=== design 1 ===
Design 1, the metal 4 layer:
Supply wires on this layer in gray.
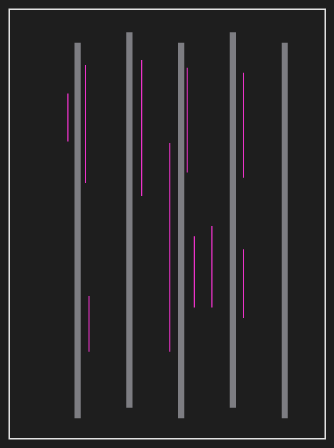
`config.mk`:
```
export PLATFORM = sky130hd
export DESIGN_NAME = tcheck_stim_gen
export DESIGN_NICKNAME = d
export VERILOG_FILES = /design/src/rtl/tcheck_pkg.sv /design/src/rtl/tcheck_phase_cnt.sv /design/src/rtl/tcheck_stim_gen.sv
export SDC_FILE = /design/constraint.sdc
export NUM_CORES = 1
export LEC_CHECK = 0
export ABC_CLOCK_PERIOD_IN_PS = 5400
export CORE_ASPECT_RATIO = 1.4
export CORE_MARGIN = 4
export CORE_UTILIZATION = 55
export CTS_BUF_LIST = sky130_fd_sc_hd__clkbuf_4 sky130_fd_sc_hd__clkbuf_8
export DETAILED_ROUTE_END_ITERATION = 8
export GPL_TIMING_DRIVEN = 0
export PLACE_DENSITY_LB_ADDON = 0.05
export SYNTH_ARGS = -nofsm -noshare
export SYNTH_HDL_FRONTEND = slang
export SYNTH_HIERARCHICAL = 1
export SYNTH_SLANG_ARGS = --single-unit
```
`constraint.sdc`:
```
create_clock -name clk -period 5.4 [get_ports clk]
set_input_delay 0.81 -clock clk [delete_from_list [all_inputs] [get_ports clk]]
set_output_delay 0.81 -clock clk [all_outputs]
set_load 0.02 [all_outputs]
```
`src/rtl/tcheck_pkg.sv`:
```
// Shared types and constants for the conditioned-setup stimulus generator.
//   tcheck_state_t : sequencing states of the generator FSM
//   COND_*         : encodings of the cond_mode input
package tcheck_pkg;

  typedef enum logic [1:0] {
    IDLE = 2'd0,
    LOW  = 2'd1,
    HIGH = 2'd2,
    DONE = 2'd3
  } tcheck_state_t;

  localparam logic [1:0] COND_ALWAYS = 2'd0;
  localparam logic [1:0] COND_ALT    = 2'd1;
  localparam logic [1:0] COND_NEVER  = 2'd2;

endpackage

```
`src/rtl/tcheck_phase_cnt.sv`:
```
// Phase counter for one sclk half-period.
//   clk, rst : fast clock, async active-high reset
//   clr      : synchronous clear to 0 (priority over en)
//   en       : advance; wraps to 0 after hp-1
//   hp       : effective half-period (>= 1 whenever en is used)
//   phase    : current phase value
//   last     : phase == hp-1
module tcheck_phase_cnt #(
  parameter int PERIOD_W = 8
) (
  input  logic                clk,
  input  logic                rst,
  input  logic                clr,
  input  logic                en,
  input  logic [PERIOD_W-1:0] hp,
  output logic [PERIOD_W-1:0] phase,
  output logic                last
);

  assign last = (phase == hp - PERIOD_W'(1));

  always_ff @(posedge clk or posedge rst) begin
    if (rst) begin
      phase <= '0;
    end else if (clr) begin
      phase <= '0;
    end else if (en) begin
      phase <= last ? '0 : phase + PERIOD_W'(1);
    end
  end

endmodule

```
`src/rtl/tcheck_stim_gen.sv`:
```
// Stimulus generator for $setup(data, posedge sclk &&& cond, N) checks.
// Produces a slow strobe sclk (period 2*hp clk cycles), a data signal that
// toggles so clk cycles before each sclk rise, and a condition output.
//   clk, rst   : fast clock, async active-high reset
//   start      : begin a run (IDLE only); stop : synchronous abort to IDLE
//   half_per   : sclk half-period in clk cycles (0 treated as 1)
//   setup_off  : data-to-sclk-rise distance in clk cycles (clamped to hp)
//   cond_mode  : 0 always 1, 1 alternating from 1, 2/3 always 0
//   count      : number of sclk rises per run
//   sclk, data, cond : generated stimulus (registered)
//   busy, done : run in progress / one-cycle completion pulse
//   edge_cnt   : sclk rises generated in current or last run
module tcheck_stim_gen
  import tcheck_pkg::*;
#(
  parameter int PERIOD_W = 8,
  parameter int COUNT_W  = 16
) (
  input  logic                clk,
  input  logic                rst,
  input  logic                start,
  input  logic                stop,
  input  logic [PERIOD_W-1:0] half_per,
  input  logic [PERIOD_W-1:0] setup_off,
  input  logic [1:0]          cond_mode,
  input  logic [COUNT_W-1:0]  count,
  output logic                sclk,
  output logic                data,
  output logic                cond,
  output logic                busy,
  output logic                done,
  output logic [COUNT_W-1:0]  edge_cnt
);

  tcheck_state_t state, nxt;

  logic [PERIOD_W-1:0] hp_r, tgt_r;
  logic [1:0]          mode_r;
  logic [COUNT_W-1:0]  count_r;

  logic [PERIOD_W-1:0] in_hp, in_so, in_tgt;
  logic [PERIOD_W-1:0] phase;
  logic [PERIOD_W:0]   phase_nx;
  logic                last;

  logic pclr, pen, load, tog, rise, cnt_clr, cond_nx;

  // Effective parameters derived from the inputs at start time. The toggle
  // target is the LOW-phase value hp-so on whose entry data flips; a target
  // equal to hp means the flip coincides with the sclk rise.
  always_comb begin
    in_hp  = (half_per == '0) ? PERIOD_W'(1) : half_per;
    in_so  = (setup_off > in_hp) ? in_hp : setup_off;
    in_tgt = in_hp - in_so;
  end

  assign phase_nx = {1'b0, phase} + (PERIOD_W+1)'(1);

  tcheck_phase_cnt #(.PERIOD_W(PERIOD_W)) u_phase (
    .clk   (clk),
    .rst   (rst),
    .clr   (pclr),
    .en    (pen),
    .hp    (hp_r),
    .phase (phase),
    .last  (last)
  );

  always_comb begin
    case (mode_r)
      COND_ALWAYS: cond_nx = 1'b1;
      COND_ALT:    cond_nx = ~edge_cnt[0];
      default:     cond_nx = 1'b0;
    endcase
  end

  always_comb begin
    nxt     = state;
    pclr    = 1'b0;
    pen     = 1'b0;
    load    = 1'b0;
    tog     = 1'b0;
    rise    = 1'b0;
    cnt_clr = 1'b0;
    case (state)
      IDLE: begin
        pclr = 1'b1;
        if (start) begin
          load    = 1'b1;
          cnt_clr = 1'b1;
          if (count == '0) begin
            nxt = DONE;
          end else begin
            nxt = LOW;
            tog = (in_tgt == '0);
          end
        end
      end
      LOW: begin
        if (stop) begin
          nxt  = IDLE;
          pclr = 1'b1;
        end else begin
          pen = 1'b1;
          tog = (phase_nx == {1'b0, tgt_r});
          if (last) begin
            nxt  = HIGH;
            rise = 1'b1;
          end
        end
      end
      HIGH: begin
        if (stop) begin
          nxt  = IDLE;
          pclr = 1'b1;
        end else begin
          pen = 1'b1;
          if (last) begin
            if (edge_cnt == count_r) begin
              nxt = DONE;
            end else begin
              nxt = LOW;
              tog = (tgt_r == '0);
            end
          end
        end
      end
      DONE: begin
        nxt  = IDLE;
        pclr = 1'b1;
      end
      default: nxt = IDLE;
    endcase
  end

  always_ff @(posedge clk or posedge rst) begin
    if (rst) begin
      state    <= IDLE;
      sclk     <= 1'b0;
      busy     <= 1'b0;
      done     <= 1'b0;
      data     <= 1'b0;
      cond     <= 1'b0;
      edge_cnt <= '0;
      hp_r     <= PERIOD_W'(1);
      tgt_r    <= '0;
      mode_r   <= '0;
      count_r  <= '0;
    end else begin
      state <= nxt;
      sclk  <= (nxt == HIGH);
      busy  <= (nxt == LOW) || (nxt == HIGH);
      done  <= (nxt == DONE);
      if (load) begin
        hp_r    <= in_hp;
        tgt_r   <= in_tgt;
        mode_r  <= cond_mode;
        count_r <= count;
      end
      if (tog) data <= ~data;
      if (rise) cond <= cond_nx;
      if (cnt_clr) edge_cnt <= '0;
      else if (rise) edge_cnt <= edge_cnt + COUNT_W'(1);
    end
  end

endmodule

```
==> results.json <==
{
  "cts_resized": 0,
  "synthArstFlopShare": 1.00,
  "clk_root_buffer_cell": "clkbuf_8",
  "ff_type": "dfrtp_1",
  "top_regs": "count_r (16), edge_cnt (16)",
  "drv_cap": 0,
  "synth_nets": 545,
  "cp_cell_sequence": "clkdlybuf4s50_1, nor4_1, a21o_1, ha_1, nand4_1, nand2b_1, a21oi_1, nor2_1, clkbuf_1, a21oi_1, ha_1, inv_1, fa_1, xor2_1, nor2_1, nand4b_1, a2111oi_4, a211oi_1, a41oi_2, nand4_1",
  "pre_cts_slack_ps": 335,
  "netlist_instances": 480,
  "crit_buf_inv": 3,
  "top_cell_area_share": 0.376,
  "status": "completed",
  "lay_top_cells": "nand2_1, dfrtp_1, clkdlybuf4s50_1",
  "n_clock_buffer": 10,
  "largest_area_cell": "dfrtp_1",
  "cts_sinks": 65,
  "synthToLayoutAreaGrowth_pct": 21.4,
  "ys_sh_mux": 0.0144,
  "sh_seq_area": 0.315,
  "cts_setup_buffers": 0,
  "final.min_clock_period_ps": 4690,
  "cts_htree_levels": 3,
  "critPathTopFamily": "AND-OR/OR-AND gates",
  "crit_slowest_cell": "clkdlybuf4s50_1",
  "diodes": 0,
  "setup_ws_ps": 705
}
## Picture notes: 'the metal 4 layer' of design 1
share of all routed wire: 2.5%
main direction: vertical
longest straight run: 54.4 um
wire length on this layer: 258 um
nets with wire on the layer: 8

==> worst paths after layout <==
path	to	cells past startpoint	start	slack [ps]
max in group asynchronous	edge_cnt[1]	3	rst	4070
min in group asynchronous	u_phase/phase[6]	2	rst	760
max	data	20	half_per[7]	710
min	mode_r[1]	2	mode_r[1]	480
min reg2reg	mode_r[1]	2	mode_r[1]	480
max reg2reg	edge_cnt[11]	14	hp_r[1]	1260
==> where the power goes <==
group / internal [mW] / switching, mW
Sequential: 0.629 / 0.147
Combinational: 0.333 / 0.408
Clock: 0.216 / 0.192
==> stage by stage <==
step | hold slack, ps | total power, mW | std cells
4_1_cts | 486 | 1.93 | 652
2_1_floorplan | 446 | 1.31 | 480
3_3_place_gp | 461 | 1.49 | 635
6_report | 479 | 1.93 | 652
5_1_grt | 506 | 2.07 | 652
3_5_place_dp | 468 | 1.52 | 636
==> metal layers <==
metal | up-vias | routed length [um]
met1 | 1759 | 4070
met3 | 23 | 333
li1 | 1802 | -
met2 | 74 | 5770
met5 | - | 0
met4 | 0 | 258

=== design 2 ===
## src/rtl/adder_defs.sv

```systemverilog
// rtl/adder_defs.sv - shared nibble width and sequencer state encoding
package adder_defs;

  localparam int NIBBLE_W = 4;

  localparam logic [1:0] ST_IDLE = 2'd0;
  localparam logic [1:0] ST_ADD  = 2'd1;
  localparam logic [1:0] ST_DONE = 2'd2;

  // 2'd3 is never entered; the FSM treats it as IDLE.
  typedef enum logic [1:0] {
    S_IDLE = ST_IDLE,
    S_ADD  = ST_ADD,
    S_DONE = ST_DONE
  } state_t;

endpackage

```

## src/rtl/parallel_adder.sv

```systemverilog
// rtl/parallel_adder.sv - 4-bit combinational adder with carry in/out
module parallel_adder
  import adder_defs::*;
(
  input  logic [NIBBLE_W-1:0] a,
  input  logic [NIBBLE_W-1:0] b,
  input  logic                carryIn,
  output logic [NIBBLE_W-1:0] sum,
  output logic                carryOut
);

  logic [NIBBLE_W:0] total;

  assign total    = {1'b0, a} + {1'b0, b} + {{NIBBLE_W{1'b0}}, carryIn};
  assign sum      = total[NIBBLE_W-1:0];
  assign carryOut = total[NIBBLE_W];

endmodule

```

## src/rtl/nibble_serial_adder_ctrl.sv

```systemverilog
// rtl/nibble_serial_adder_ctrl.sv - WIDTH-bit add by time-sharing one 4-bit adder
module nibble_serial_adder_ctrl
  import adder_defs::*;
#(
  parameter int WIDTH = 16
) (
  input  logic             clk,
  input  logic             rst_n,
  input  logic             start,
  input  logic [WIDTH-1:0] a,
  input  logic [WIDTH-1:0] b,
  input  logic             carryIn,
  output logic             busy,
  output logic             done,
  output logic [WIDTH-1:0] sum,
  output logic             carryOut
);

  localparam int NIBBLES = WIDTH / NIBBLE_W;
  localparam int CNT_W   = (NIBBLES > 1) ? $clog2(NIBBLES) : 1;
  localparam logic [CNT_W-1:0] LAST_CNT = CNT_W'(NIBBLES - 1);

  state_t              state, state_nx;
  logic [WIDTH-1:0]    op_a, op_b, partial, partial_nx;
  logic                carry;
  logic [CNT_W-1:0]    cnt;
  logic [NIBBLE_W-1:0] add_sum;
  logic                add_cout;

  parallel_adder u_adder (
    .a        (op_a[NIBBLE_W-1:0]),
    .b        (op_b[NIBBLE_W-1:0]),
    .carryIn  (carry),
    .sum      (add_sum),
    .carryOut (add_cout)
  );

  // Each new nibble enters at the top so after NIBBLES cycles nibble 0 sits at the bottom.
  generate
    if (WIDTH == NIBBLE_W) begin : g_single
      assign partial_nx = add_sum;
    end else begin : g_multi
      assign partial_nx = {add_sum, partial[WIDTH-1:NIBBLE_W]};
    end
  endgenerate

  always_ff @(posedge clk or negedge rst_n) begin
    if (!rst_n) begin
      state <= S_IDLE;
    end else begin
      state <= state_nx;
    end
  end

  always_comb begin
    state_nx = S_IDLE;
    busy     = 1'b0;
    done     = 1'b0;
    case (state)
      S_IDLE: state_nx = start ? S_ADD : S_IDLE;
      S_ADD: begin
        busy     = 1'b1;
        state_nx = (cnt == LAST_CNT) ? S_DONE : S_ADD;
      end
      S_DONE: begin
        busy     = 1'b1;
        done     = 1'b1;
        state_nx = S_IDLE;
      end
      default: state_nx = S_IDLE;
    endcase
  end

  always_ff @(posedge clk or negedge rst_n) begin
    if (!rst_n) begin
      op_a     <= '0;
      op_b     <= '0;
      carry    <= 1'b0;
      cnt      <= '0;
      partial  <= '0;
      sum      <= '0;
      carryOut <= 1'b0;
    end else begin
      case (state)
        S_IDLE: begin
          if (start) begin
            op_a    <= a;
            op_b    <= b;
            carry   <= carryIn;
            cnt     <= '0;
            partial <= '0;
          end
        end
        S_ADD: begin
          carry   <= add_cout;
          partial <= partial_nx;
          op_a    <= op_a >> NIBBLE_W;
          op_b    <= op_b >> NIBBLE_W;
          // Hold the counter on the last nibble so it never wraps.
          if (cnt == LAST_CNT) begin
            sum      <= partial_nx;
            carryOut <= add_cout;
          end else begin
            cnt <= cnt + CNT_W'(1);
          end
        end
        default: ;
      endcase
    end
  end

endmodule

```

## config.mk

```make
export PLATFORM = sky130hd
export DESIGN_NAME = nibble_serial_adder_ctrl
export DESIGN_NICKNAME = d
export VERILOG_FILES = /design/src/rtl/adder_defs.sv /design/src/rtl/parallel_adder.sv /design/src/rtl/nibble_serial_adder_ctrl.sv
export SDC_FILE = /design/constraint.sdc
export NUM_CORES = 1
export LEC_CHECK = 0
export CAP_MARGIN = 10
export CORE_MARGIN = 3
export CORE_UTILIZATION = 53
export CTS_CLUSTER_SIZE = 10
export DETAILED_ROUTE_END_ITERATION = 10
export GPL_TIMING_DRIVEN = 1
export HOLD_SLACK_MARGIN = 0.06
export PLACE_DENSITY = 0.8
export SLEW_MARGIN = 20
export SYNTH_ARGS = -nofsm -noshare
export SYNTH_HDL_FRONTEND = slang
export SYNTH_HIERARCHICAL = 1
export SYNTH_SLANG_ARGS = --single-unit
```

## constraint.sdc

```tcl
create_clock -name clk -period 2.17 [get_ports clk]
set_input_delay 0.5425 -clock clk [delete_from_list [all_inputs] [get_ports clk]]
set_output_delay 0.5425 -clock clk [all_outputs]
set_load 0.05 [all_outputs]
```

Design 2, met1 routing:
Supply wires on this layer in gray.
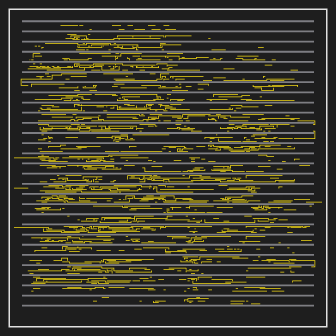
main direction: horizontal
nets with wire on the layer: 350

Design 2, zoomed window:
The bar under the picture is 10 um long. Region (27, 27) to (57, 57) um. Cells in gray, sequential cells in the stronger gray; small squares are vias.
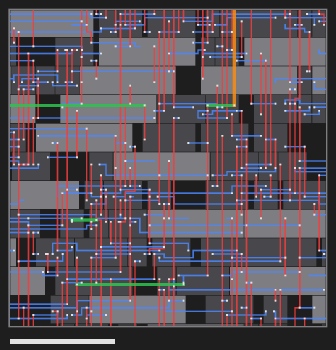
| layer | color |
|---|---|
| M4 | orange |
| M1 | blue |
| M3 | green |
| M2 | red |
cells with their middle in the window: 62
netlist names of flops here include: op_b (6), op_a (2), sum (2)
most frequent: dfrtp_1 (13), nand2b_1 (7)
sequential cells in the window: 13

stage by stage:
step	cell area, um^2	hold WS, ps	utilization	instances	setup slack [ps]
after global placement	3960	461	0.664	435	218
final	4170	205	0.700	451	104
after detailed placement	3960	472	0.664	435	182
after floorplan	3280	247	-	318	414
after global routing	4170	219	0.700	451	46.5
after CTS	4170	207	0.700	451	75.1
final cells by class:
type                       instances  area [um^2]
timing repair buffer              67          716
clock buffer                      11          151
tap                               75         93.8
inverter                           7         26.3
fill                             481         1790
multi-input combinational        220         1470
clock inverter                     5         62.6
sequential                        66         1650
power breakdown:
part | switching [mW] | internal [mW]
clock network | 0.477 | 0.596
logic | 1.72 | 1.38
registers | 0.383 | 1.74
metal layers:
| layer | wire length (um) | track usage |
|---|---|---|
| met5 | 0 | 0 |
| met4 | 76 | 0.0619 |
| met2 | 3430 | 0.340 |
| met1 | 2980 | 0.260 |
| met3 | 329 | 0.0667 |
flip-flops by register name, indices dropped and copies added (netlist names):
name and count:
op_a 16, op_b 16, sum 16, partial 12, cnt 2, state 2
carry 1, carryOut 1
worst register-to-register path: stages, from the launching register on:
cell,delay (ps)
dfrtp_1,390
inv_1,140
ha_1,270
buf_12,220
mux2i_1,330
buf_4,300
o21ai_0,140
==> results.json <==
{
  "crit_path_max_incr_delay_ps": 810,
  "cts_resized": 0,
  "log.warning_count": 30,
  "reg2reg_from": "state[1]",
  "ys_cells": 318,
  "cp_cell_sequence": "clkdlybuf4s50_1",
  "synth_nets": 365,
  "common_cells": "dfrtp_1, nand2_1, a21oi_1, nand2b_1, a221o_1",
  "synth_top_cell_by_count": "dfrtp_1",
  "clk_root_buffer_cell": "clkbuf_8",
  "final.min_clock_period_ps": 2070,
  "drive_gt1_frac": 0.136,
  "hold_path.class": "primary input to async pin",
  "synthXorXnorAreaFrac": 0.00535,
  "grt_pass1_vias": 2503,
  "cts_hold_buf": 0,
  "cp-end-kind": "primary output",
  "ys_sh_mux": 0.0615,
  "nets": 418,
  "syn_avg_cell_area_um2": 10.3,
  "status": "completed",
  "drv_slew": 0,
  "clkLatencyLatePin_ps": 340
}

=== design 3 ===
Design 3, the metal 4 layer:
Supply wires on this layer in gray.
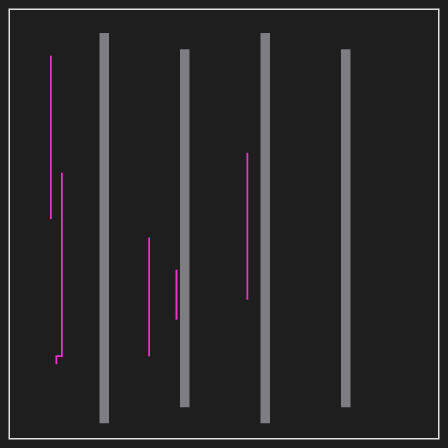
Design 3, met1 routing:
Supply wires on this layer in gray.
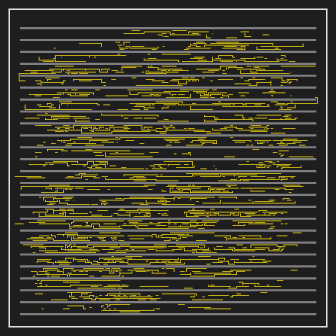
### config.mk
export PLATFORM = sky130hd
export DESIGN_NAME = uart_rx_framer_flat
export DESIGN_NICKNAME = d
export VERILOG_FILES = /design/src/rtl/uart_pkg.sv /design/src/rtl/uart_rx_framer_if.sv /design/src/rtl/uart_byte_timer.sv /design/src/rtl/uart_rx_framer.sv /design/src/flat_wrapper.sv
export SDC_FILE = /design/constraint.sdc
export NUM_CORES = 1
export LEC_CHECK = 0
export CORE_MARGIN = 2
export CORE_UTILIZATION = 50
export DETAILED_ROUTE_END_ITERATION = 7
export PLACE_DENSITY = 0.75
export SLEW_MARGIN = 20
export SYNTH_ARGS = -nofsm -noshare
export SYNTH_HDL_FRONTEND = slang
export SYNTH_SLANG_ARGS = --single-unit
### constraint.sdc
create_clock -name clk -period 1.6 [get_ports clk]
set_input_delay 0.16 -clock clk [delete_from_list [all_inputs] [get_ports clk]]
set_output_delay 0.16 -clock clk [all_outputs]
set_load 0.005 [all_outputs]
### src/rtl/uart_pkg.sv
// Shared constants and encodings for the UART rx framer.
package uart_pkg;

  localparam logic [7:0] SOF = 8'h7E;

  typedef enum logic [2:0] {
    S_HUNT,
    S_LEN,
    S_DATA,
    S_HOLD,
    S_CHK
  } state_t;

  typedef enum logic [1:0] {
    ERR_NONE = 2'd0,
    ERR_LEN  = 2'd1,
    ERR_CHK  = 2'd2,
    ERR_TMO  = 2'd3
  } err_t;

endpackage

### src/rtl/uart_rx_framer_if.sv
// Payload stream from the framer: valid/ready handshake with last-byte marker.
interface uart_rx_framer_if;
  logic [7:0] m_data;
  logic       m_valid;
  logic       m_ready;
  logic       m_last;

  modport master (output m_data, m_valid, m_last, input m_ready);
  modport slave  (input m_data, m_valid, m_last, output m_ready);
endinterface

### src/rtl/uart_byte_timer.sv
// Inter-byte silence counter; saturates at TIMEOUT_CYC and flags expiry.
module uart_byte_timer #(
  parameter int TIMEOUT_CYC = 100000
) (
  input  logic clk,
  input  logic reset_n,
  input  logic run,
  input  logic clear,
  output logic expired
);
  localparam int W = $clog2(TIMEOUT_CYC + 1);
  localparam logic [W-1:0] LIM = W'(TIMEOUT_CYC);

  logic [W-1:0] cnt;

  always_ff @(posedge clk) begin
    if (!reset_n)                cnt <= '0;
    else if (clear)              cnt <= '0;
    else if (run && cnt != LIM)  cnt <= cnt + 1'b1;
  end

  assign expired = (cnt == LIM);
endmodule

### src/rtl/uart_rx_framer.sv
// Frame parser: SOF, LEN, LEN payload bytes [, CHK] from a UART rx FIFO.
// Checksum byte and XOR check are built only with UART_FRAMER_CHKSUM_EN defined.
module uart_rx_framer
  import uart_pkg::*;
#(
  parameter int MAX_LEN     = 16,
  parameter int TIMEOUT_CYC = 100000
) (
  input  logic              clk,
  input  logic              reset_n,
  input  logic [7:0]        r_data,
  input  logic              rx_empty,
  output logic              rd_uart,
  uart_rx_framer_if.master  m,
  output logic              frame_done,
  output logic              frame_err,
  output logic [1:0]        err_code
);
  state_t     state;
  logic       pend;       // r_data holds the fetched byte this cycle
  logic [7:0] rem;
`ifdef UART_FRAMER_CHKSUM_EN
  logic [7:0] xr;
`endif

  logic cap, counting, run, tmo, expired, going_hold, tmr_clr;

  assign cap        = pend;
  assign counting   = (state == S_LEN) || (state == S_DATA) || (state == S_CHK);
  assign run        = counting && !rd_uart && !pend;
  assign tmo        = counting && expired && !rd_uart && !pend;
  assign tmr_clr    = cap || !counting;
  // No new fetch while a byte is, or is about to be, parked on m_data.
  assign going_hold = ((state == S_DATA) && cap) || ((state == S_HOLD) && !m.m_ready);

  uart_byte_timer #(.TIMEOUT_CYC(TIMEOUT_CYC)) u_timer (
    .clk     (clk),
    .reset_n (reset_n),
    .run     (run),
    .clear   (tmr_clr),
    .expired (expired)
  );

  always_ff @(posedge clk) begin
    if (!reset_n) begin
      state      <= S_HUNT;
      pend       <= 1'b0;
      rem        <= '0;
      rd_uart    <= 1'b0;
      m.m_data   <= '0;
      m.m_valid  <= 1'b0;
      m.m_last   <= 1'b0;
      frame_done <= 1'b0;
      frame_err  <= 1'b0;
      err_code   <= ERR_NONE;
`ifdef UART_FRAMER_CHKSUM_EN
      xr         <= '0;
`endif
    end else begin
      frame_done <= 1'b0;
      frame_err  <= 1'b0;
      pend       <= rd_uart;
      rd_uart    <= !rx_empty && !rd_uart && !going_hold;
      case (state)
        S_HUNT: if (cap && r_data == SOF) state <= S_LEN;
        S_LEN: begin
          if (cap) begin
            if (r_data == 8'd0 || r_data > 8'(MAX_LEN)) begin
              frame_err <= 1'b1;
              err_code  <= ERR_LEN;
              state     <= S_HUNT;
            end else begin
              rem   <= r_data;
`ifdef UART_FRAMER_CHKSUM_EN
              xr    <= r_data;
`endif
              state <= S_DATA;
            end
          end else if (tmo) begin
            frame_err <= 1'b1;
            err_code  <= ERR_TMO;
            state     <= S_HUNT;
          end
        end
        S_DATA: begin
          if (cap) begin
`ifdef UART_FRAMER_CHKSUM_EN
            xr        <= xr ^ r_data;
`endif
            m.m_data  <= r_data;
            m.m_valid <= 1'b1;
            m.m_last  <= (rem == 8'd1);
            state     <= S_HOLD;
          end else if (tmo) begin
            frame_err <= 1'b1;
            err_code  <= ERR_TMO;
            state     <= S_HUNT;
          end
        end
        S_HOLD: begin
          if (m.m_ready) begin
            m.m_valid <= 1'b0;
            m.m_last  <= 1'b0;
            rem       <= rem - 8'd1;
            if (rem == 8'd1) begin
`ifdef UART_FRAMER_CHKSUM_EN
              state      <= S_CHK;
`else
              frame_done <= 1'b1;
              state      <= S_HUNT;
`endif
            end else begin
              state <= S_DATA;
            end
          end
        end
`ifdef UART_FRAMER_CHKSUM_EN
        S_CHK: begin
          if (cap) begin
            if (r_data == xr) begin
              frame_done <= 1'b1;
            end else begin
              frame_err <= 1'b1;
              err_code  <= ERR_CHK;
            end
            state <= S_HUNT;
          end else if (tmo) begin
            frame_err <= 1'b1;
            err_code  <= ERR_TMO;
            state     <= S_HUNT;
          end
        end
`endif
        default: state <= S_HUNT;
      endcase
    end
  end
endmodule

### src/flat_wrapper.sv
// flat-port wrapper written by rule: the top's interface ports become plain ports
module uart_rx_framer_flat import uart_pkg::*;
#(
  parameter int MAX_LEN     = 16,
  parameter int TIMEOUT_CYC = 100000
)
  (clk, reset_n, r_data, rx_empty, rd_uart, frame_done, frame_err, err_code, m_m_data, m_m_valid, m_m_last, m_m_ready);
  uart_rx_framer_if m_i ();
  input  logic clk;
  input  logic reset_n;
  input  logic [7:0] r_data;
  input  logic rx_empty;
  output logic rd_uart;
  output logic frame_done;
  output logic frame_err;
  output logic [1:0] err_code;
  output wire logic [$bits(m_i.m_data)-1:0] m_m_data;
  output wire logic [$bits(m_i.m_valid)-1:0] m_m_valid;
  output wire logic [$bits(m_i.m_last)-1:0] m_m_last;
  input wire logic [$bits(m_i.m_ready)-1:0] m_m_ready;
  assign m_m_data = m_i.m_data;
  assign m_m_valid = m_i.m_valid;
  assign m_m_last = m_i.m_last;
  assign m_i.m_ready = m_m_ready;
  uart_rx_framer #(.MAX_LEN(MAX_LEN), .TIMEOUT_CYC(TIMEOUT_CYC)) u_core (.clk(clk), .reset_n(reset_n), .r_data(r_data), .rx_empty(rx_empty), .rd_uart(rd_uart), .m(m_i), .frame_done(frame_done), .frame_err(frame_err), .err_code(err_code));
endmodule
==> results.json <==
{
  "violations": "negative setup slack",
  "post-dp-hpwl_um": 4620,
  "cts_sinks": 44,
  "ff_type": "dfxtp_1",
  "fin_cells": 416,
  "status": "finished, violations left",
  "setup_ws_ps": -31.8,
  "cp-end-kind": "register",
  "drv_slew": 0,
  "common_cells": "dfxtp_1, nand2_1, a21oi_1, o21ai_0, nor2_1",
  "finalSetupViolations": 9,
  "first_pass_iters": 4,
  "fin_total_pwr_mw": 2.16,
  "hold_end": "u_core.m.m_data[1]",
  "netlist_instances": 284,
  "p_int_mw": 1.65,
  "final.min_clock_period_ps": 1630,
  "grt_pass1_vias": 2387,
  "p_clk_uw": 881,
  "cts_hold_buf": 0,
  "clk_root_buffer_cell": "clkbuf_8",
  "postRouteAntennaNets": 0,
  "antenna_found_initial": 0,
  "place_area_um2": 3070,
  "final_core_util": 0.780
}
Notes on 'the metal 4 layer' of design 3 above:
share of all routed wire: 1.7%
wire length on this layer: 112 um
longest straight run: 30.7 um

Notes on 'met1 routing' of design 3 above:
wire length on this layer: 2,810 um
nets with wire on the layer: 353
longest straight run: 29.0 um
main direction: horizontal

==> routing by layer <==
| layer | up-vias | GRT usage |
|---|---|---|
| li1 | 1234 | - |
| met1 | 1152 | 0.333 |
| met2 | 67 | 0.445 |
| met3 | 12 | 0.0736 |
| met4 | 0 | 0.0922 |
| met5 | - | 0 |
==> critical path, stage by stage, from the launching register on <==
cell	delay, ps
dfxtp_2	360
nor3b_4	220
o211ai_2	150
buf_12	170
or4_4	510
a21oi_2	150
==> cell type report <==
| class | count | area [um^2] |
|---|---|---|
| Multi-Input combinational cell | 217 | 1570 |
| Sequential cell | 44 | 905 |
| Inverter | 9 | 33.8 |
| Clock inverter | 3 | 47.5 |
| Fill cell | 308 | 970 |
| Clock buffer | 5 | 68.8 |
| Tap cell | 52 | 65.1 |
| Timing Repair Buffer | 86 | 757 |
==> state kept, by name, summed over array words and instances (netlist names) <==
signal,count
u_core.cap,1
u_core.err_code,2
u_core.frame_done,1
u_core.frame_err,1
u_core.m.m_data,8
u_core.m.m_last,1
u_core.m.m_valid,1
u_core.rd_uart,1
u_core.rem,8
u_core.state,3
u_core.u_timer.cnt,17

=== design 4 ===
===== config.mk =====
export PLATFORM = sky130hd
export DESIGN_NAME = barrel_shift_arb
export DESIGN_NICKNAME = d
export VERILOG_FILES = /design/src/rtl/barrel_shift_pkg.sv /design/src/rtl/barrel_shift.sv /design/src/rtl/barrel_shift_arb.sv
export SDC_FILE = /design/constraint.sdc
export NUM_CORES = 1
export LEC_CHECK = 0
export CAP_MARGIN = 30
export CELL_PAD_IN_SITES_DETAIL_PLACEMENT = 0
export CELL_PAD_IN_SITES_GLOBAL_PLACEMENT = 2
export CORE_UTILIZATION = 26
export CTS_BUF_LIST = sky130_fd_sc_hd__clkbuf_4 sky130_fd_sc_hd__clkbuf_8 sky130_fd_sc_hd__clkbuf_16
export CTS_CLUSTER_SIZE = 24
export DETAILED_ROUTE_END_ITERATION = 6
export GPL_TIMING_DRIVEN = 1
export HOLD_SLACK_MARGIN = 0.08
export PLACE_DENSITY = 0.86
export REMOVE_ABC_BUFFERS = 1
export SYNTH_ARGS = -nofsm -noshare
export SYNTH_HDL_FRONTEND = slang
export SYNTH_HIERARCHICAL = 1
export SYNTH_SLANG_ARGS = --single-unit

===== constraint.sdc =====
create_clock -name clk -period 3.55 [get_ports clk]
set_input_delay 0.71 -clock clk [delete_from_list [all_inputs] [get_ports clk]]
set_output_delay 0.71 -clock clk [all_outputs]
set_load 0.05 [all_outputs]

===== src/rtl/barrel_shift_pkg.sv =====
// Shared definitions for the barrel shifter datapath and its round-robin front end.
// Op codes outside op_e (5..7) are pass-through.
package barrel_shift_pkg;

  localparam int OP_W = 3;

  typedef enum logic [2:0] {
    OP_SRL = 3'd0,
    OP_SRA = 3'd1,
    OP_SLL = 3'd2,
    OP_ROR = 3'd3,
    OP_ROL = 3'd4
  } op_e;

endpackage


===== src/rtl/barrel_shift.sv =====
// Combinational barrel shifter: logical/arithmetic shifts and rotates by a
// variable amount; unknown op codes pass the data through.
module barrel_shift
  import barrel_shift_pkg::*;
#(
  parameter int N  = 8,
  parameter int SW = $clog2(N)
) (
  input  logic [N-1:0]    data,
  input  logic [SW-1:0]   shift,
  input  logic [OP_W-1:0] op,
  output logic [N-1:0]    result
);

  logic [2*N-1:0] doubled;
  logic [2*N-1:0] ror_wide;
  logic [2*N-1:0] rol_wide;

  // Rotates come from a doubled word, so a zero amount needs no special case.
  assign doubled  = {data, data};
  assign ror_wide = doubled >> shift;
  assign rol_wide = doubled << shift;

  always_comb begin
    result = data;
    case (op_e'(op))
      OP_SRL:  result = data >> shift;
      OP_SRA:  result = N'($signed(data) >>> shift);
      OP_SLL:  result = data << shift;
      OP_ROR:  result = ror_wide[N-1:0];
      OP_ROL:  result = rol_wide[2*N-1:N];
      default: result = data;
    endcase
  end

endmodule


===== src/rtl/barrel_shift_arb.sv =====
// Round-robin sharing of one barrel shifter among R requesters, with a single
// registered response stage carrying the requester index and op code.
module barrel_shift_arb
  import barrel_shift_pkg::*;
#(
  parameter int N = 8,
  parameter int R = 4,
  localparam int SW  = $clog2(N),
  localparam int IDW = $clog2(R)
) (
  input  logic              clk,
  input  logic              rst,
  input  logic [R-1:0]      req_valid,
  output logic [R-1:0]      req_ready,
  input  logic [R*N-1:0]    req_data,
  input  logic [R*SW-1:0]   req_shift,
  input  logic [R*OP_W-1:0] req_op,
  output logic              rsp_valid,
  input  logic              rsp_ready,
  output logic [N-1:0]      rsp_data,
  output logic [IDW-1:0]    rsp_id,
  output logic [OP_W-1:0]   rsp_op
);

  // Handshakes: a transfer happens on a cycle where valid & ready are both 1.
  // Producers hold valid and payload until ready; ready may depend on valid.
  logic [IDW-1:0]  ptr;
  logic [IDW-1:0]  win;
  logic            found;
  logic            can_accept;
  logic            accept;
  logic [N-1:0]    sel_data;
  logic [SW-1:0]   sel_shift;
  logic [OP_W-1:0] sel_op;
  logic [N-1:0]    shift_result;

  // Search starts one past the last winner; win stays 0 when idle so the
  // shifter always sees requester 0's defined inputs.
  always_comb begin
    found = 1'b0;
    win   = '0;
    for (int k = 1; k <= R; k++) begin
      if (!found && req_valid[(int'(ptr) + k) % R]) begin
        found = 1'b1;
        win   = IDW'((int'(ptr) + k) % R);
      end
    end
  end

  assign can_accept = !rsp_valid || rsp_ready;
  assign accept     = found && can_accept;
  assign req_ready  = accept ? (R'(1) << win) : '0;

  assign sel_data  = req_data[win*N +: N];
  assign sel_shift = req_shift[win*SW +: SW];
  assign sel_op    = req_op[win*OP_W +: OP_W];

  barrel_shift #(.N(N), .SW(SW)) u_shift (
    .data   (sel_data),
    .shift  (sel_shift),
    .op     (sel_op),
    .result (shift_result)
  );

  always_ff @(posedge clk or posedge rst) begin
    if (rst) begin
      rsp_valid <= 1'b0;
      rsp_data  <= '0;
      rsp_id    <= '0;
      rsp_op    <= '0;
      ptr       <= IDW'(R - 1);
    end else if (accept) begin
      rsp_valid <= 1'b1;
      rsp_data  <= shift_result;
      rsp_id    <= win;
      rsp_op    <= sel_op;
      ptr       <= win;
    end else if (rsp_ready) begin
      rsp_valid <= 1'b0;
    end
  end

endmodule


==> results.json <==
{
  "antenna_found_initial": 0,
  "overflow": 0,
  "comb_share": 0.492,
  "syn-cell-area_um2": 2470,
  "status": "completed",
  "cp_num_cells": 15,
  "wl_per_cell_um": 16.0,
  "drv_cap": 0,
  "grt_pass1_wl_um": 14700,
  "hold_ws_ps": 481,
  "hold_viol_final": 0,
  "ios": 81,
  "track_usage": 0.184,
  "lay_top_count": "buf_4",
  "fillCellCount": 848,
  "gp_congestion": 0.861,
  "ys.flops": 16,
  "setup_ws_ps": 127,
  "fin_area_um2": 4510
}
[timing repair]
item	4_1_cts	5_1_grt
pin swaps	6	5
gates resized	42	29
setup buffers	20	3
setup endpoints to repair	8	8
cloned	2	0
[metal layers]
metal  GRT usage  up-vias
li1            -     1451
met1       0.221     1404
met2       0.351       67
met3      0.0183       18
met4      0.0407        0
met5           0        -
[cells by family (layout without fill, tap and decap cells)]
kind of cell	count (synthesis)	count (layout)	synth area share
multiplexers	69	69	0.310
AND-OR/OR-AND	72	72	0.210
buffers and inverters	27	186	0.0720
XOR/XNOR	1	1	0.00355
AND/OR/NAND/NOR	119	119	0.240
flip-flops	16	16	0.163
[synthesized netlist by cell type (6+ instances only)]
cell type / n / share of area
nor2b_1: 9 / 0.023
nor2_1: 18 / 0.027
nand2_1: 51 / 0.078
buf_6: 6 / 0.027
buf_2: 6 / 0.012
clkbuf_1: 6 / 0.0091
mux2_2: 6 / 0.027
a21oi_1: 8 / 0.016
nand3_1: 6 / 0.012
nand2b_1: 6 / 0.015
a31oi_1: 6 / 0.015
dfrtp_1: 14 / 0.14
mux2i_1: 57 / 0.23
o21ai_0: 14 / 0.028
Design 4, zoomed window:
The bar under the picture is 10 um long. Region (35, 35) to (65, 65) um. Cells in gray, sequential cells in the stronger gray; small squares are vias.
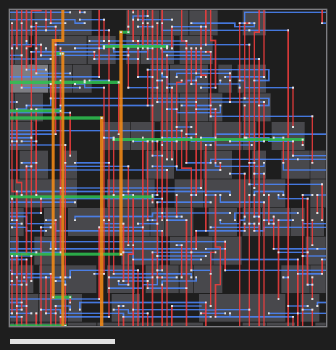
| layer | color |
|---|---|
| M1 | blue |
| M4 | orange |
| M2 | red |
| M3 | green |
sequential cells in the window: 0
most frequent: buf_4 (25), nor2_1 (7), nand2_1 (5)
cells with their middle in the window: 75

Design 4, routed metal, one color a layer:
Two of the layers only.
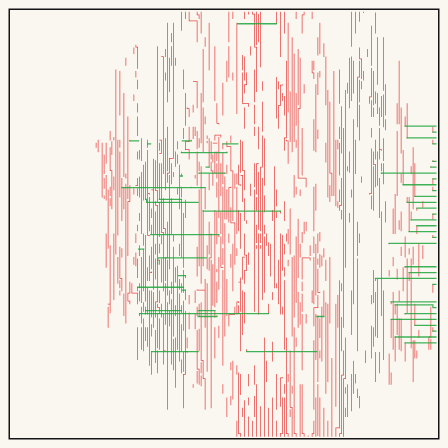
| layer | color | wire length |
|---|---|---|
| M2 | red | 4,670 um |
| M3 | green | 379 um |


=== design 5 ===
Design 5, port wiring:
The bar under the picture is 10 um long.
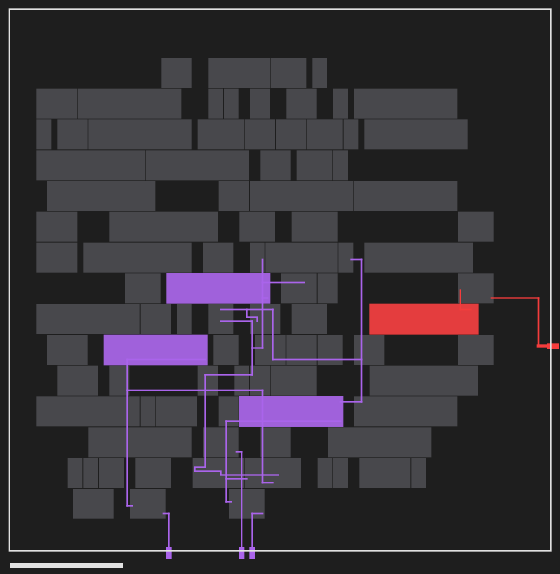
Design 5, zoomed window:
The bar under the picture is 10 um long. Region (9, 9) to (39, 39) um. Cells in gray, sequential cells in the stronger gray; small squares are vias.
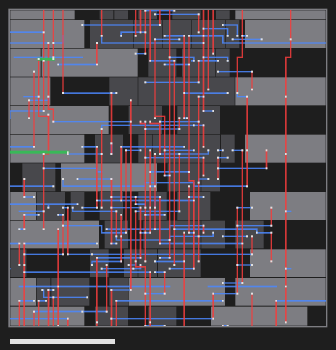
===== src/rtl/m68k_arb_pkg.sv =====
// Shared definitions for the 68K bus arbiter: state encoding and default timing parameters.
// Also used by the cycle engine and the debug status register.
package m68k_arb_pkg;

    typedef enum logic [2:0] {
        ST_OWN   = 3'd0,
        ST_PEND  = 3'd1,
        ST_GRANT = 3'd2,
        ST_EXT   = 3'd3,
        ST_REL   = 3'd4
    } arb_state_t;

    localparam int DEF_SYNC_STAGES = 2;
    localparam int DEF_BG_TIMEOUT  = 16;
    localparam int DEF_REARB_GAP   = 2;

endpackage


===== src/rtl/m68k_bus_arbiter_sync_ff.sv =====
// Multi-stage synchroniser for an asynchronous active-low bus line.
// All stages reset to RESET_VAL so a line reads as negated until it has really been sampled.
module sync_ff #(
    parameter int   STAGES    = 2,
    parameter logic RESET_VAL = 1'b1
) (
    input  logic c8m,
    input  logic s0rst,
    input  logic d,
    output logic q
);

    logic [STAGES-1:0] chain;

    always_ff @(posedge c8m or posedge s0rst) begin
        if (s0rst) begin
            chain <= {STAGES{RESET_VAL}};
        end else begin
            chain <= {chain[STAGES-2:0], d};
        end
    end

    assign q = chain[STAGES-1];

endmodule


===== src/rtl/m68k_bus_arbiter.sv =====
// Bus-ownership controller between the Pi-driven cycle engine and external BR/BG/BGACK masters.
// Outputs are registered and decoded from the next state so they change on the same edge as the state.
module m68k_bus_arbiter
    import m68k_arb_pkg::*;
#(
    parameter int SYNC_STAGES = DEF_SYNC_STAGES,
    parameter int BG_TIMEOUT  = DEF_BG_TIMEOUT,
    parameter int REARB_GAP   = DEF_REARB_GAP
) (
    input  logic       c8m,
    input  logic       s0rst,
    input  logic       br_n,
    input  logic       bgack_n,
    input  logic       as_int,
    input  logic       cyc_idle,
    input  logic       pi_req,
    output logic       bg_n,
    output logic       cyc_start_en,
    output logic       drive_en,
    output logic       ext_owner,
    output logic       timeout_evt,
    output logic [2:0] arb_state
);

    localparam int TW = $clog2(BG_TIMEOUT + 1);
    localparam int GW = $clog2(REARB_GAP + 1);

    logic br_s;
    logic bgack_s;

    arb_state_t    state;
    arb_state_t    state_nxt;
    logic          tmo_hit;
    logic          rel_done;
    logic [TW-1:0] tmo_cnt;
    logic [GW-1:0] gap_cnt;
    logic          fair;
    logic          pi_busy_seen;

    sync_ff #(.STAGES(SYNC_STAGES), .RESET_VAL(1'b1)) u_sync_br (
        .c8m   (c8m),
        .s0rst (s0rst),
        .d     (br_n),
        .q     (br_s)
    );

    sync_ff #(.STAGES(SYNC_STAGES), .RESET_VAL(1'b1)) u_sync_bgack (
        .c8m   (c8m),
        .s0rst (s0rst),
        .d     (bgack_n),
        .q     (bgack_s)
    );

    // In GRANT an acknowledge beats a withdrawn request, which beats the timeout.
    always_comb begin
        state_nxt = state;
        tmo_hit   = 1'b0;
        rel_done  = 1'b0;
        case (state)
            ST_OWN: begin
                if (!br_s && !fair) state_nxt = ST_PEND;
            end
            ST_PEND: begin
                if (br_s)                     state_nxt = ST_OWN;
                else if (cyc_idle && as_int)  state_nxt = ST_GRANT;
            end
            ST_GRANT: begin
                if (!bgack_s) begin
                    state_nxt = ST_EXT;
                end else if (br_s) begin
                    state_nxt = ST_OWN;
                end else if (tmo_cnt == TW'(BG_TIMEOUT - 1)) begin
                    state_nxt = ST_OWN;
                    tmo_hit   = 1'b1;
                end
            end
            ST_EXT: begin
                if (bgack_s) state_nxt = ST_REL;
            end
            ST_REL: begin
                if (gap_cnt == GW'(REARB_GAP - 1)) begin
                    state_nxt = ST_OWN;
                    rel_done  = 1'b1;
                end
            end
            default: state_nxt = ST_OWN;
        endcase
    end

    // fair holds off BR after an external tenure until the Pi gets one full cycle (idle 1->0->1).
    always_ff @(posedge c8m or posedge s0rst) begin
        if (s0rst) begin
            state        <= ST_OWN;
            bg_n         <= 1'b1;
            cyc_start_en <= 1'b1;
            drive_en     <= 1'b1;
            ext_owner    <= 1'b0;
            timeout_evt  <= 1'b0;
            tmo_cnt      <= '0;
            gap_cnt      <= '0;
            fair         <= 1'b0;
            pi_busy_seen <= 1'b0;
        end else begin
            state        <= state_nxt;
            bg_n         <= (state_nxt != ST_GRANT);
            cyc_start_en <= (state_nxt == ST_OWN);
            drive_en     <= (state_nxt inside {ST_OWN, ST_PEND, ST_GRANT});
            ext_owner    <= (state_nxt == ST_EXT);
            timeout_evt  <= tmo_hit;
            tmo_cnt      <= (state == ST_GRANT && state_nxt == ST_GRANT) ? tmo_cnt + 1'b1 : '0;
            gap_cnt      <= (state == ST_REL && state_nxt == ST_REL) ? gap_cnt + 1'b1 : '0;
            if (rel_done) begin
                fair         <= pi_req;
                pi_busy_seen <= 1'b0;
            end else if (fair) begin
                if (!cyc_idle) begin
                    pi_busy_seen <= 1'b1;
                end else if (pi_busy_seen || !pi_req) begin
                    fair         <= 1'b0;
                    pi_busy_seen <= 1'b0;
                end
            end
        end
    end

    assign arb_state = state;

endmodule


===== config.mk =====
export PLATFORM = sky130hd
export DESIGN_NAME = m68k_bus_arbiter
export DESIGN_NICKNAME = d
export VERILOG_FILES = /design/src/rtl/m68k_arb_pkg.sv /design/src/rtl/m68k_bus_arbiter_sync_ff.sv /design/src/rtl/m68k_bus_arbiter.sv
export SDC_FILE = /design/constraint.sdc
export NUM_CORES = 1
export LEC_CHECK = 0
export ABC_AREA = 0
export CORE_MARGIN = 2
export CORE_UTILIZATION = 44
export CTS_CLUSTER_SIZE = 20
export DETAILED_ROUTE_END_ITERATION = 16
export PLACE_DENSITY_LB_ADDON = 0.2
export SYNTH_ARGS = -nofsm -noshare
export SYNTH_HDL_FRONTEND = slang
export SYNTH_SLANG_ARGS = --single-unit
export TNS_END_PERCENT = 100

===== constraint.sdc =====
create_clock -name c8m -period 1.6 [get_ports c8m]
set_input_delay 0.32 -clock c8m [delete_from_list [all_inputs] [get_ports c8m]]
set_output_delay 0.32 -clock c8m [all_outputs]
set_load 0.03 [all_outputs]

==> results.json <==
{
  "fp-utilization": 0.477,
  "syn_avg_cell_area_um2": 12.4,
  "rr_endpoint": "tmo_cnt[4]",
  "num-nonclk-inverters": 7,
  "clk_root_buffer_cell": "clkbuf_4",
  "flops": 21,
  "crit_path_max_incr_delay_ps": 530,
  "sh_seq_area": 0.480,
  "path_clk_slew_ps": 120,
  "setup_ws_ps": -54.2,
  "route.top_layer_used": "met4",
  "grt_pass1_vias": 559,
  "drive_gt1_frac": 0.293,
  "signal_buffers": 20,
  "vdd_drop_max_v": 0.000614,
  "start_kind": "register",
  "initialDrtViolationCount": 2,
  "top_register": "tmo_cnt",
  "fin_crit_sh": 1.03,
  "crit_path_end": "tmo_cnt[4]",
  "violations": "negative setup slack",
  "logic_gate_count": 40,
  "grt.met3_usage": 0.0226,
  "netlist_instances": 68,
  "finalSetupViolations": 5,
  "status": "finished, violations left",
  "final.min_clock_period_ps": 1650,
  "cp-end-kind": "register"
}
Notes on 'port wiring' of design 5 above:
| port | color | bits | direction | end cells | wire |
|---|---|---|---|---|---|
| cyc_start_en | red | 1 | output | 1 | 11.7 um |
| arb_state | purple | 3 | output | 3 | 153 um |

Notes on 'zoomed window' of design 5 above:
| layer | color |
|---|---|
| M3 | green |
| M2 | red |
| M1 | blue |
sequential cells in the window: 15
cells with their middle in the window: 54
netlist names of flops here include: arb_state (3), tmo_cnt (3), gap_cnt (2)
most frequent: dfrtp_1 (10), nor2_1 (5), dfstp_2 (5)

==> cell usage in the layout, fill, tap and decap left out, types with 2 or more instances in the layout <==
cell             netlist  routed
inv_1                  7       7
dfrtp_1               14      14
clkdlybuf4s50_1        0       6
dfstp_2                7       7
clkbuf_4               0       3
dlygate4sd2_1          0       8
buf_4                  0       6
nor2_1                12      10
o22ai_1                2       2
nand3_1                2       2
o21ai_0                2       2
==> cells by family after synthesis <==
group,count (synthesis),synth area share
compound gates,9,0.0729
xor+xnor,2,0.0208
fa+ha+maj,3,0.0446
buf+inv,7,0.0313
flops,21,0.635
mux,1,0.0119
simple gates,25,0.183
==> report_power, final <==
part,switching (mW),internal (mW),total [mW]
registers,0.0307,0.587,0.617
logic,0.136,0.0988,0.235
clock network,0.155,0.0930,0.248
total,0.322,0.778,1.10
==> cells in the mapped netlist (2+ instances only) <==
master   instances  area [um^2]
dfrtp_1         14          350
nor2_1          12         45.0
dfstp_2          7          184
inv_1            7         26.3
ha_1             3         37.5
nand3_1          2         10.0
o21ai_0          2         10.0
o22ai_1          2         12.5
==> what timing repair did <==
item / CTS / global route
setup buffers: 1 / 1
gates resized: 11 / 3
pin swaps: 3 / 4
endpoints found under the setup margin: 13 / 7

=== design 6 ===
Design 6, routed metal, one color a layer:
Two of the layers only.
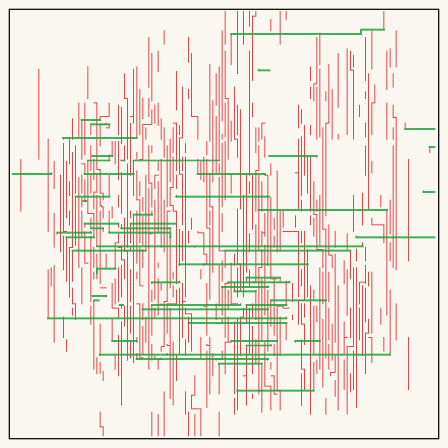
Design 6, zoomed window:
The bar under the picture is 10 um long. Region (17, 17) to (47, 47) um. Cells in gray, sequential cells in the stronger gray; small squares are vias.
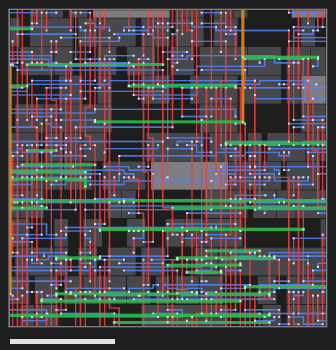
[src/rtl/rr_arb_pkg.sv]
// Shared types and constants for the 8-way round-robin arbiter.
// Holds the FSM state enum, requester count, index width and a one-hot decoder.
package rr_arb_pkg;

  localparam int N     = 8;
  localparam int IDX_W = 3;

  typedef enum logic {
    IDLE  = 1'b0,
    GRANT = 1'b1
  } state_e;

  // Index of the set bit of a one-hot vector (OR of indices is exact for one-hot).
  function automatic logic [IDX_W-1:0] onehot_idx(input logic [N-1:0] oh);
    logic [IDX_W-1:0] idx;
    idx = '0;
    for (int i = 0; i < N; i++) begin
      if (oh[i]) idx = idx | IDX_W'(i);
    end
    return idx;
  endfunction

endpackage

[src/rtl/rr_arbiter8_pick.sv]
// Combinational round-robin selector: first set request at ptr, ptr+1, ... (mod 8).
// Produces a one-hot pick and a flag that any request is present.
module rr_pick
  import rr_arb_pkg::*;
(
  input  logic [N-1:0]     req,
  input  logic [IDX_W-1:0] ptr,
  output logic [N-1:0]     pick,
  output logic             any_req
);

  logic [IDX_W-1:0] idx;
  logic             found;

  always_comb begin
    pick  = '0;
    found = 1'b0;
    idx   = '0;
    // 3-bit addition wraps 7 -> 0 so the scan is naturally circular
    for (int k = 0; k < N; k++) begin
      idx = ptr + IDX_W'(k);
      if (!found && req[idx]) begin
        pick[idx] = 1'b1;
        found     = 1'b1;
      end
    end
  end

  assign any_req = |req;

endmodule

[src/rtl/rr_arbiter8.sv]
// Eight-requester round-robin arbiter with registered one-hot grant, handshake
// acceptance and a hold timeout that drops grants the downstream never takes.
module rr_arbiter8 #(
  parameter int N       = 8,
  parameter int TIMEOUT = 15
) (
  input  logic         clk,
  input  logic         rst_n,
  input  logic [N-1:0] req,
  input  logic         gnt_ready,
  output logic [N-1:0] gnt,
  output logic         gnt_valid,
  output logic         timeout
);

  import rr_arb_pkg::*;

  localparam int              CW       = $clog2(TIMEOUT);
  localparam logic [CW-1:0]   CNT_LAST = CW'(TIMEOUT - 1);

  state_e           state_q;
  logic [IDX_W-1:0] ptr_q;
  logic [CW-1:0]    cnt_q;
  logic [N-1:0]     gnt_q;
  logic             gnt_valid_q;
  logic             timeout_q;

  logic [N-1:0]     pick;
  logic             any_req;
  logic [IDX_W-1:0] gnt_idx;
  logic [IDX_W-1:0] ptr_d;

  rr_pick u_pick (
    .req     (req),
    .ptr     (ptr_q),
    .pick    (pick),
    .any_req (any_req)
  );

  assign gnt_idx = onehot_idx(gnt_q);
  assign ptr_d   = gnt_idx + IDX_W'(1);

  always_ff @(posedge clk) begin
    if (!rst_n) begin
      state_q     <= IDLE;
      ptr_q       <= '0;
      cnt_q       <= '0;
      gnt_q       <= '0;
      gnt_valid_q <= 1'b0;
      timeout_q   <= 1'b0;
    end else begin
      timeout_q <= 1'b0;
      case (state_q)
        IDLE: begin
          if (any_req) begin
            gnt_q       <= pick;
            gnt_valid_q <= 1'b1;
            cnt_q       <= '0;
            state_q     <= GRANT;
          end
        end
        GRANT: begin
          // Acceptance wins over an expiring hold counter
          if (gnt_ready) begin
            ptr_q       <= ptr_d;
            gnt_q       <= '0;
            gnt_valid_q <= 1'b0;
            state_q     <= IDLE;
          end else if (cnt_q == CNT_LAST) begin
            ptr_q       <= ptr_d;
            gnt_q       <= '0;
            gnt_valid_q <= 1'b0;
            timeout_q   <= 1'b1;
            state_q     <= IDLE;
          end else begin
            cnt_q <= cnt_q + CW'(1);
          end
        end
        default: state_q <= IDLE;
      endcase
    end
  end

  assign gnt       = gnt_q;
  assign gnt_valid = gnt_valid_q;
  assign timeout   = timeout_q;

endmodule

[config.mk]
export PLATFORM = sky130hd
export DESIGN_NAME = rr_arbiter8
export DESIGN_NICKNAME = d
export VERILOG_FILES = /design/src/rtl/rr_arb_pkg.sv /design/src/rtl/rr_arbiter8_pick.sv /design/src/rtl/rr_arbiter8.sv
export SDC_FILE = /design/constraint.sdc
export NUM_CORES = 1
export LEC_CHECK = 0
export CAP_MARGIN = 5
export CORE_UTILIZATION = 50
export DETAILED_ROUTE_END_ITERATION = 16
export PLACE_DENSITY = 0.72
export SYNTH_ARGS = -nofsm -noshare
export SYNTH_HDL_FRONTEND = slang
export SYNTH_SLANG_ARGS = --single-unit
[constraint.sdc]
create_clock -name clk -period 6.4 [get_ports clk]
set_input_delay 1.28 -clock clk [delete_from_list [all_inputs] [get_ports clk]]
set_output_delay 1.28 -clock clk [all_outputs]
set_load 0.05 [all_outputs]
==> results.json <==
{
  "p_clk_uw": 95.0,
  "reg2reg_slack_ps": 2500,
  "antenna_found_initial": 0,
  "fp-utilization": 0.526,
  "cp_cell_sequence": "buf_4, inv_2, ha_1, mux4_2, mux2i_1, a22o_1, nand2_2, or3_1, a311oi_2",
  "synthToLayoutAreaGrowth_pct": 13.5,
  "critPathTopFamily": "AND-OR/OR-AND gates",
  "n_clock_buffer": 4,
  "setup_ws_ps": 2500,
  "synth_top_cell_by_count": "nor2_1",
  "cts_resized": 0,
  "netlist_instances": 236,
  "hold_viol_final": 0,
  "clkLatencyLatePin_ps": 260,
  "grt_pass1_vias": 1774,
  "power_leader": "combinational logic",
  "powerComb_uw": 166,
  "p_leak_nw": 0.819,
  "flops": 18,
  "cts_tree": "yes",
  "portBuffers": 20,
  "relSlewSlack": 0.556,
  "comb_share": 0.675,
  "syn_avg_cell_area_um2": 8.28,
  "initialDrtViolationCount": 195,
  "status": "completed",
  "path_clk_slew_ps": 70,
  "fin_crit_sh": 0.609
}
Notes on 'routed metal, one color a layer' of design 6 above:
| layer | color | wire length |
|---|---|---|
| M3 | green | 512 um |
| M2 | red | 2,580 um |

Notes on 'zoomed window' of design 6 above:
| layer | color |
|---|---|
| M1 | blue |
| M2 | red |
| M3 | green |
| M4 | orange |
netlist names of flops here include: gnt (1)
sequential cells in the window: 1
cells with their middle in the window: 85
most frequent: nor2_1 (9), nand3_1 (9), nand2_1 (7)

## logic make-up after synthesis
| logic type | Yosys count | synth area share |
|---|---|---|
| AND/OR/NAND/NOR | 101 | 0.273 |
| AND-OR/OR-AND | 58 | 0.222 |
| buffers and inverters | 22 | 0.0493 |
| multiplexers | 21 | 0.183 |
| flip-flops | 18 | 0.184 |
| adder cells (fa/ha/maj) | 9 | 0.0577 |
| XOR/XNOR | 7 | 0.0314 |
## per-stage QoR
step           utilization  area, um^2  hold slack (ps)
2_1_floorplan            -        1950              471
3_3_place_gp         0.582        2160              494
3_5_place_dp         0.582        2160              503
4_1_cts              0.597        2220              522
5_1_grt              0.597        2220              550
6_report             0.597        2220              517
## path summary, 6_finish.rpt
check           start       end  depth (start not counted)
max          ptr_q[0]    gnt[1]                          9
min          cnt_q[3]  cnt_q[3]                          2
max reg2reg  ptr_q[0]    gnt[1]                          9
min reg2reg  cnt_q[3]  cnt_q[3]                          2
## metal layers
metal	vias up	share of wire	wire, um
met4	0	0.017	95
met5	-	0	0
met3	11	0.092	512
li1	940	-	-
met1	957	0.43	2360
met2	109	0.47	2580


==> screenshots <==
Clock nets.
panel A
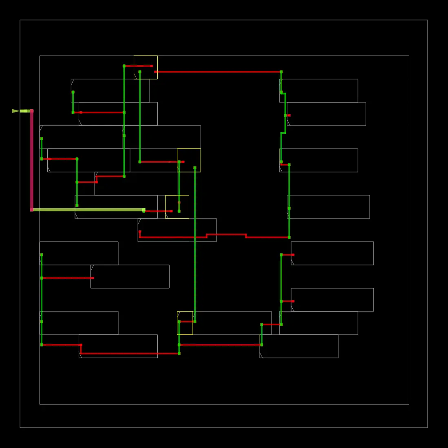
panel B
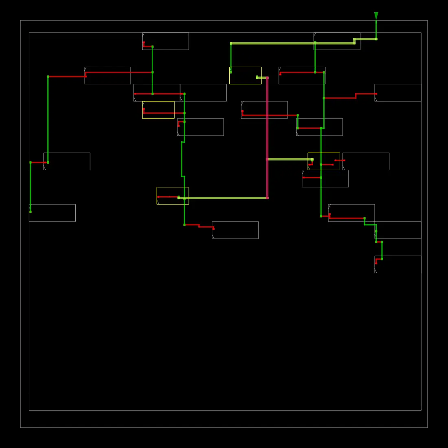
panel C
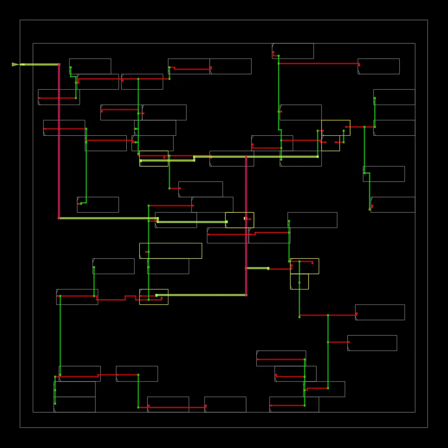
panel D
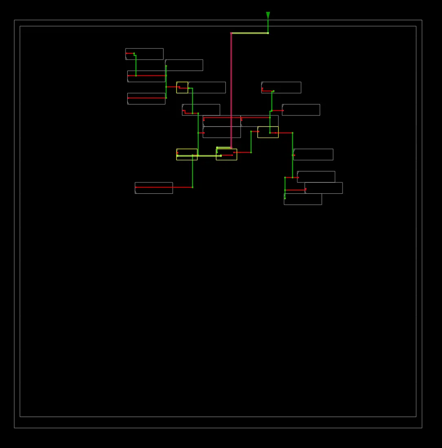
panel E
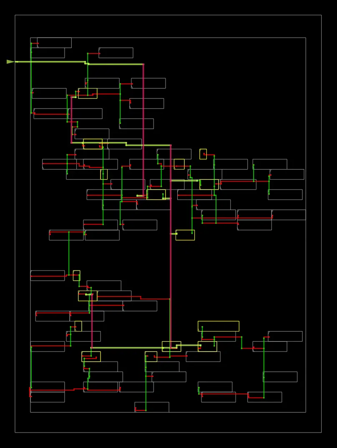
panel F
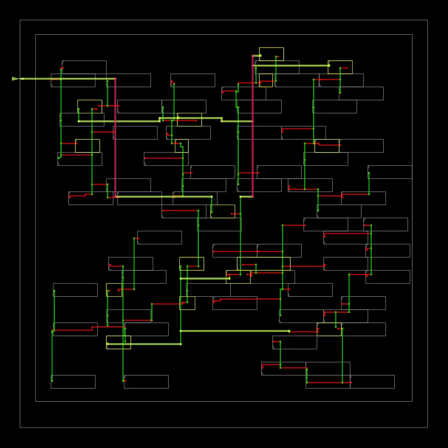
Design 1 is panel E.
Design 3 is panel C.
Design 5 is panel A.
Design 2 is panel F.
Design 4 is panel D.
Design 6 is panel B.

No activity file was given, so power comes from the tool's default toggle rates.
